# block 1

==> config.mk <==
export PLATFORM = sky130hd
export DESIGN_NAME = i2s_tx
export DESIGN_NICKNAME = d
export VERILOG_FILES = /design/src/rtl/i2s_pkg.sv /design/src/rtl/i2s_clkgen.sv /design/src/rtl/i2s_tx.sv
export SDC_FILE = /design/constraint.sdc
export NUM_CORES = 1
export LEC_CHECK = 0
export ABC_AREA = 1
export ABC_CLOCK_PERIOD_IN_PS = 2020
export CAP_MARGIN = 30
export CORE_ASPECT_RATIO = 0.9
export CORE_UTILIZATION = 45
export DETAILED_ROUTE_END_ITERATION = 6
export GPL_TIMING_DRIVEN = 0
export PLACE_DENSITY = 0.76
export SETUP_SLACK_MARGIN = 0.1
export SYNTH_ARGS = -nofsm -noshare
export SYNTH_HDL_FRONTEND = slang
export SYNTH_SLANG_ARGS = --single-unit
==> constraint.sdc <==
create_clock -name clk -period 2.02 [get_ports clk]
set_input_delay 0.303 -clock clk [delete_from_list [all_inputs] [get_ports clk]]
set_output_delay 0.303 -clock clk [all_outputs]
set_load 0.02 [all_outputs]
==> src/rtl/i2s_pkg.sv <==
`default_nettype none
// ============================================================================
// Module   : i2s_pkg
// Purpose  : Constants and sample types shared by the I2S TX and RX paths.
// Revision : 1.0 - initial release
// ============================================================================
package i2s_pkg;

  localparam int DATA_W      = 24;
  localparam int SLOT_W      = 32;
  localparam int FRAME_BCK   = 64;
  localparam int CLK_PER_BCK = 4;

  typedef logic signed [DATA_W-1:0] sample_t;

  typedef struct packed {
    sample_t left;
    sample_t right;
  } stereo_t;

endpackage
`default_nettype wire

==> src/rtl/i2s_clkgen.sv <==
`default_nettype none
// ============================================================================
// Module   : i2s_clkgen
// Purpose  : Free-running prescaler producing SCKI/BCK/LRCK plus bit and frame strobes.
// Revision : 1.0 - initial release
// ============================================================================
module i2s_clkgen
  import i2s_pkg::*;
#(
  parameter int BCK_DIV_LOG2 = $clog2(CLK_PER_BCK),
  parameter int SLOT_LOG2    = $clog2(FRAME_BCK)
) (
  input  logic                 clk,
  input  logic                 reset,
  output logic                 scki,
  output logic                 bck,
  output logic                 lrck,
  output logic                 bit_strobe,
  output logic                 frame_strobe,
  output logic [SLOT_LOG2-1:0] slot_next
);

  localparam int CNT_W = SLOT_LOG2 + BCK_DIV_LOG2;

  logic [CNT_W-1:0] r_p;

  always_ff @(posedge clk or negedge reset) begin
    if (!reset) r_p <= '0;
    else        r_p <= r_p + CNT_W'(1);
  end

  // Strobes flag the edge on which BCK falls / the frame wraps, so consumers
  // update their registers on exactly that edge.
  assign scki         = clk;
  assign bck          = r_p[BCK_DIV_LOG2-1];
  assign lrck         = r_p[CNT_W-1];
  assign bit_strobe   = &r_p[BCK_DIV_LOG2-1:0];
  assign frame_strobe = &r_p;
  assign slot_next    = r_p[CNT_W-1:BCK_DIV_LOG2] + SLOT_LOG2'(1);

endmodule
`default_nettype wire

==> src/rtl/i2s_tx.sv <==
`default_nettype none
// ============================================================================
// Module   : i2s_tx
// Purpose  : I2S master transmitter with a one-deep sample holding buffer.
// Revision : 1.0 - initial release
// ============================================================================
module i2s_tx #(
  parameter int DATA_W       = 24,
  parameter int SLOT_W       = 32,
  parameter int BCK_DIV_LOG2 = 2
) (
  input  logic              clk,
  input  logic              reset,
  input  logic [DATA_W-1:0] in_left,
  input  logic [DATA_W-1:0] in_right,
  input  logic              in_valid,
  output logic              in_ready,
  output logic              scki,
  output logic              bck,
  output logic              lrck,
  output logic              sdout,
  output logic              frame_start,
  output logic              underrun
);

  localparam int SLOT_LOG2 = $clog2(2 * SLOT_W);
  localparam int IDX_W     = SLOT_LOG2 - 1;
  localparam logic [IDX_W-1:0] LAST_IDX = IDX_W'(DATA_W);

  logic                 w_bit_strobe;
  logic                 w_frame_strobe;
  logic [SLOT_LOG2-1:0] w_slot_next;
  logic [IDX_W-1:0]     w_idx;
  logic [IDX_W-1:0]     w_pos;
  logic [DATA_W-1:0]    w_word;
  logic                 w_bit;
  logic                 w_xfer;

  logic                 r_pend_full;
  logic [DATA_W-1:0]    r_pend_l;
  logic [DATA_W-1:0]    r_pend_r;
  logic [DATA_W-1:0]    r_act_l;
  logic [DATA_W-1:0]    r_act_r;
  logic                 r_sdout;
  logic                 r_frame_start;
  logic                 r_underrun;

  i2s_clkgen #(
    .BCK_DIV_LOG2 (BCK_DIV_LOG2),
    .SLOT_LOG2    (SLOT_LOG2)
  ) u_clkgen (
    .clk          (clk),
    .reset        (reset),
    .scki         (scki),
    .bck          (bck),
    .lrck         (lrck),
    .bit_strobe   (w_bit_strobe),
    .frame_strobe (w_frame_strobe),
    .slot_next    (w_slot_next)
  );

  assign in_ready = reset & ~r_pend_full;
  assign w_xfer   = in_valid & in_ready;

  // A bypass at the frame wrap consumes the transfer directly into the active
  // frame, so the holding buffer is only written off the wrap edge.
  always_ff @(posedge clk or negedge reset) begin
    if (!reset) begin
      r_pend_full   <= 1'b0;
      r_pend_l      <= '0;
      r_pend_r      <= '0;
      r_act_l       <= '0;
      r_act_r       <= '0;
      r_frame_start <= 1'b0;
      r_underrun    <= 1'b0;
    end else begin
      r_frame_start <= w_frame_strobe;
      r_underrun    <= 1'b0;
      if (w_frame_strobe) begin
        if (r_pend_full) begin
          r_act_l     <= r_pend_l;
          r_act_r     <= r_pend_r;
          r_pend_full <= 1'b0;
        end else if (in_valid) begin
          r_act_l <= in_left;
          r_act_r <= in_right;
        end else begin
          r_act_l    <= '0;
          r_act_r    <= '0;
          r_underrun <= 1'b1;
        end
      end else if (w_xfer) begin
        r_pend_l    <= in_left;
        r_pend_r    <= in_right;
        r_pend_full <= 1'b1;
      end
    end
  end

  // Slot index within the channel: 0 is the 1-BCK delay, 1..DATA_W carry MSB..LSB.
  always_comb begin
    w_idx  = w_slot_next[IDX_W-1:0];
    w_word = w_slot_next[SLOT_LOG2-1] ? r_act_r : r_act_l;
    w_pos  = LAST_IDX - w_idx;
    w_bit  = 1'b0;
    if (w_idx != '0 && w_idx <= LAST_IDX) w_bit = w_word[w_pos];
  end

  always_ff @(posedge clk or negedge reset) begin
    if (!reset)            r_sdout <= 1'b0;
    else if (w_bit_strobe) r_sdout <= w_bit;
  end

  assign sdout       = r_sdout;
  assign frame_start = r_frame_start;
  assign underrun    = r_underrun;

endmodule
`default_nettype wire

Figure 1. Routed clock nets over the placement (block 1).
Scale: 4 px per micron.
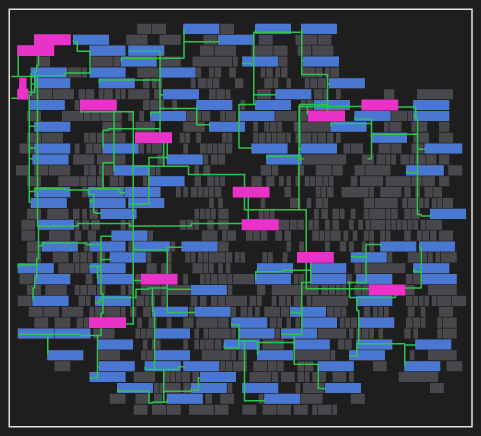
Key: green = clock wires [length 1340 microns]; blue = flip-flops [count 108]; magenta = cells driving clock nets [count 14]
Position of the flops: widely spread.

Figure 2. Logic cells by family (block 1).
Scale: 3 px per micron.
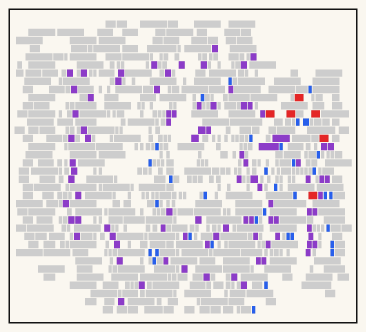
Key: purple = inverting AOI/OAI gates [cells 87, where widely spread]; blue = inverters [cells 34]; red = XOR/XNOR gates [cells 6]

Figure 3. Routing congestion (block 1).
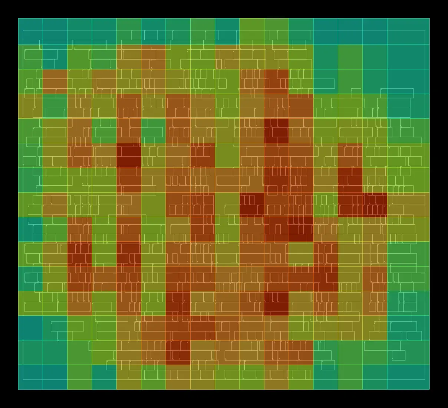
GRT Total Usage: 0.259
grt met2 use: 0.398
M3 GR Usage: 0.0594

==> results.ini <==
[placement]
dpl_cell_area_sq_mm = 0.00598
preCtsSetupSlack_ns = -0.441

[pwr]
sequentialPower_mw = 2.16
p_sw_uw = 953
pwr-share-clk = 0.491
p_sw_frac = 0.204
p_per_area_mw_per_mm2 = 653

[setup_path]
arrival_ns = 2.33
critPathLaunchType = register
cp.depth = 10
r2r-start = u_clkgen.r_p[2]$_DFF_PN0_
reg2reg_depth = 10
cp-end-kind = register

[global_route]
use_met1 = 0.357
grt_pass1_vias = 4519

[final_layout]
final_core_util = 0.648
seq_cells = 108
area_growth_pct = 37.4
stdcell_area_sq_mm = 0.00715
nFillCells = 877

[job]
warning_count = 30

[synthesis]
ys_sh_mux = 0.0801
xor_share = 0.0101
synth_warnings = 0
aoi_share = 0.0991
top_logic_kind = simple AND/OR/NAND/NOR gates
syn_inst = 592

[drt]
vias = 4677
dr_wl_met2_mm = 7.14
avgViaCountPerCell = 5.46

[floorplanning]
die-height_microns = 104
core_sq_mm = 0.0110
num_rows = 36
n_tap_cell = 152
initCoreUtil = 0.471

[sta]
rsz0062_at_grt = yes
tightestPinTransition_ns = 0.674

[clock_tree]
clock_latency_ns = 0.47

[outcome]
status = finished, final reports clean


# block 2

Figure 4. Routing congestion (block 2).
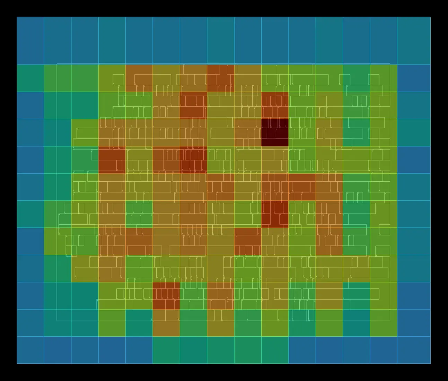
**src/rtl/bin_to_bcd_converter.sv**
```systemverilog
// Sequential binary-to-BCD converter (shift-and-add-3) feeding the FND digit decoders.
// Produces per-digit BCD codes, leading-zero blank flags and an overflow indication.
module bin_to_bcd_converter #(
    parameter int unsigned BIN_WIDTH = 14,
    parameter int unsigned DIGITS    = 4
) (
    input  logic                  i_clk,
    input  logic                  i_reset_n,
    input  logic                  i_start,
    input  logic [BIN_WIDTH-1:0]  i_value,
    output logic                  o_busy,
    output logic                  o_done,
    output logic [4*DIGITS-1:0]   o_bcd,
    output logic [DIGITS-1:0]     o_blank,
    output logic                  o_overflow
);

    localparam int unsigned BcdW = 4 * DIGITS;
    localparam int unsigned CntW = $clog2(BIN_WIDTH + 1);

    function automatic longint unsigned max_value();
        longint unsigned p = 1;
        for (int unsigned i = 0; i < DIGITS; i++) begin
            p = p * 10;
        end
        return p - 1;
    endfunction

    localparam longint unsigned MaxVal = max_value();
    localparam logic [DIGITS-1:0] BlankReset = {{(DIGITS - 1){1'b1}}, 1'b0};

    typedef enum logic [1:0] {StIdle, StShift, StDone} state_e;

    // Assert asynchronously, release synchronously to i_clk.
    logic [1:0] rst_sync_q;
    logic       rst_n;

    always_ff @(posedge i_clk or negedge i_reset_n) begin
        if (!i_reset_n) begin
            rst_sync_q <= 2'b00;
        end else begin
            rst_sync_q <= {rst_sync_q[0], 1'b1};
        end
    end

    assign rst_n = rst_sync_q[1];

    state_e                state_q, state_d;
    logic [BIN_WIDTH-1:0]  bin_q, bin_d;
    logic [BcdW-1:0]       scr_q, scr_d;
    logic [CntW-1:0]       cnt_q, cnt_d;
    logic                  ovf_q, ovf_d;
    logic [BcdW-1:0]       bcd_q, bcd_d;
    logic [DIGITS-1:0]     blank_q, blank_d;
    logic                  overflow_q, overflow_d;
    logic                  done_q, done_d;

    logic [BcdW-1:0]       scr_adj;
    logic [DIGITS-1:0]     blank_calc;
    logic [DIGITS:1]       zero_above;

    always_comb begin
        scr_adj = scr_q;
        for (int unsigned k = 0; k < DIGITS; k++) begin
            if (scr_q[4*k +: 4] >= 4'd5) begin
                scr_adj[4*k +: 4] = scr_q[4*k +: 4] + 4'd3;
            end
        end
    end

    // A digit is blanked only if it and every more-significant digit are zero.
    always_comb begin
        zero_above         = '0;
        zero_above[DIGITS] = 1'b1;
        for (int unsigned k = DIGITS - 1; k >= 1; k--) begin
            zero_above[k] = zero_above[k+1] & (scr_q[4*k +: 4] == 4'd0);
        end
        blank_calc = {zero_above[DIGITS-1:1], 1'b0};
    end

    always_comb begin
        state_d    = state_q;
        bin_d      = bin_q;
        scr_d      = scr_q;
        cnt_d      = cnt_q;
        ovf_d      = ovf_q;
        bcd_d      = bcd_q;
        blank_d    = blank_q;
        overflow_d = overflow_q;
        done_d     = 1'b0;

        unique case (state_q)
            StIdle: begin
                if (i_start) begin
                    bin_d   = i_value;
                    scr_d   = '0;
                    cnt_d   = '0;
                    ovf_d   = 64'(i_value) > MaxVal;
                    state_d = StShift;
                end
            end
            StShift: begin
                {scr_d, bin_d} = {scr_adj, bin_q} << 1;
                cnt_d          = cnt_q + CntW'(1);
                if (cnt_q == CntW'(BIN_WIDTH - 1)) begin
                    state_d = StDone;
                end
            end
            StDone: begin
                done_d  = 1'b1;
                state_d = StIdle;
                if (ovf_q) begin
                    bcd_d      = {DIGITS{4'ha}};
                    blank_d    = '0;
                    overflow_d = 1'b1;
                end else begin
                    bcd_d      = scr_q;
                    blank_d    = blank_calc;
                    overflow_d = 1'b0;
                end
            end
            default: state_d = StIdle;
        endcase
    end

    always_ff @(posedge i_clk or negedge rst_n) begin
        if (!rst_n) begin
            state_q    <= StIdle;
            bin_q      <= '0;
            scr_q      <= '0;
            cnt_q      <= '0;
            ovf_q      <= 1'b0;
            bcd_q      <= '0;
            blank_q    <= BlankReset;
            overflow_q <= 1'b0;
            done_q     <= 1'b0;
        end else begin
            state_q    <= state_d;
            bin_q      <= bin_d;
            scr_q      <= scr_d;
            cnt_q      <= cnt_d;
            ovf_q      <= ovf_d;
            bcd_q      <= bcd_d;
            blank_q    <= blank_d;
            overflow_q <= overflow_d;
            done_q     <= done_d;
        end
    end

    assign o_busy     = (state_q != StIdle);
    assign o_done     = done_q;
    assign o_bcd      = bcd_q;
    assign o_blank    = blank_q;
    assign o_overflow = overflow_q;

endmodule

```
**config.mk**
```make
export PLATFORM = sky130hd
export DESIGN_NAME = bin_to_bcd_converter
export DESIGN_NICKNAME = d
export VERILOG_FILES = /design/src/rtl/bin_to_bcd_converter.sv
export SDC_FILE = /design/constraint.sdc
export NUM_CORES = 1
export LEC_CHECK = 0
export ABC_AREA = 1
export CORE_ASPECT_RATIO = 0.8
export CORE_MARGIN = 10
export CORE_UTILIZATION = 51
export CTS_BUF_LIST = sky130_fd_sc_hd__clkbuf_4
export CTS_CLUSTER_DIAMETER = 30
export CTS_CLUSTER_SIZE = 30
export DETAILED_ROUTE_END_ITERATION = 8
export PLACE_DENSITY_LB_ADDON = 0.3
export SETUP_SLACK_MARGIN = 0.3
export SYNTH_ARGS = -nofsm -noshare
export SYNTH_HDL_FRONTEND = slang
export SYNTH_SLANG_ARGS = --single-unit
```
**constraint.sdc**
```tcl
create_clock -name i_clk -period 1.88 [get_ports i_clk]
set_input_delay 0.188 -clock i_clk [delete_from_list [all_inputs] [get_ports i_clk]]
set_output_delay 0.188 -clock i_clk [all_outputs]
set_load 0.1 [all_outputs]
```
==> results.ini <==
[outcome]
status = finished, final reports clean

[setup_path]
cp.depth = 1
cp-end-kind = primary output
crit_required_ns = 1.69
r2r-start = state_q[0]$_DFFE_PN0P_
cpLargestDelayFamily = flip-flops

[pwr]
pwr-share-clk = 0.122
comb_power_mw = 3.12
internal-power_mw = 2.96
pwr-share-comb = 0.524

[sta]
setup_ws_ns = 0.427
hold_slack_ns = 0.133
drv_slew = 0
fin_crit_sh = 0.773
finalSetupTns_ns = 0
finalSetupViolations = 0

[clock_tree]
postCtsSetupBuffers = 0
ctsHtreeMaxLevel = 3
post_cts_resized = 0

[global_route]
grt_max_degree = 32
use_met1 = 0.192

[job]
warning_count = 34
maxCapViolations = 0

[synthesis]
ff_type = dfrtp_1
postSynthSeqShare = 0.510
edf_count = 0
ys_area_sq_mm = 0.00295

[final_layout]
logic_gates = 239
mostFrequentLayoutCells = 108 x nand2_1, 56 x dfrtp_1, 42 x inv_1, 37 x o21ai_1, 26 x buf_4
comb_share = 0.343
seq_cells = 60
clock_cell_area_share = 0.0297

[min_path]
worstHoldPathType = reg2async

[drt]
dr_wl_met3_microns = 420

## Picture notes: Figure 4
wire per inst: 13.3 microns
final core occ: 0.625
GRT busiest layer: met2
GRT Total Usage: 0.148



## Gallery

Port wiring.
Scale: 4 px per micron.
picture 1
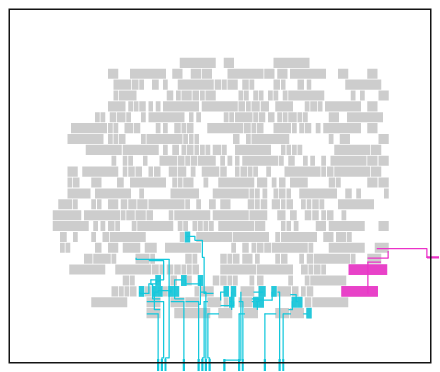
picture 2
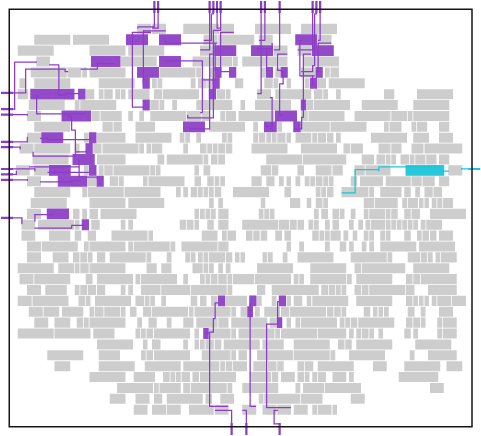
- picture 1 = block 2
- picture 2 = block 1
Of these, largest die: picture 2

No activity file was given, so power comes from the tool's default toggle rates.
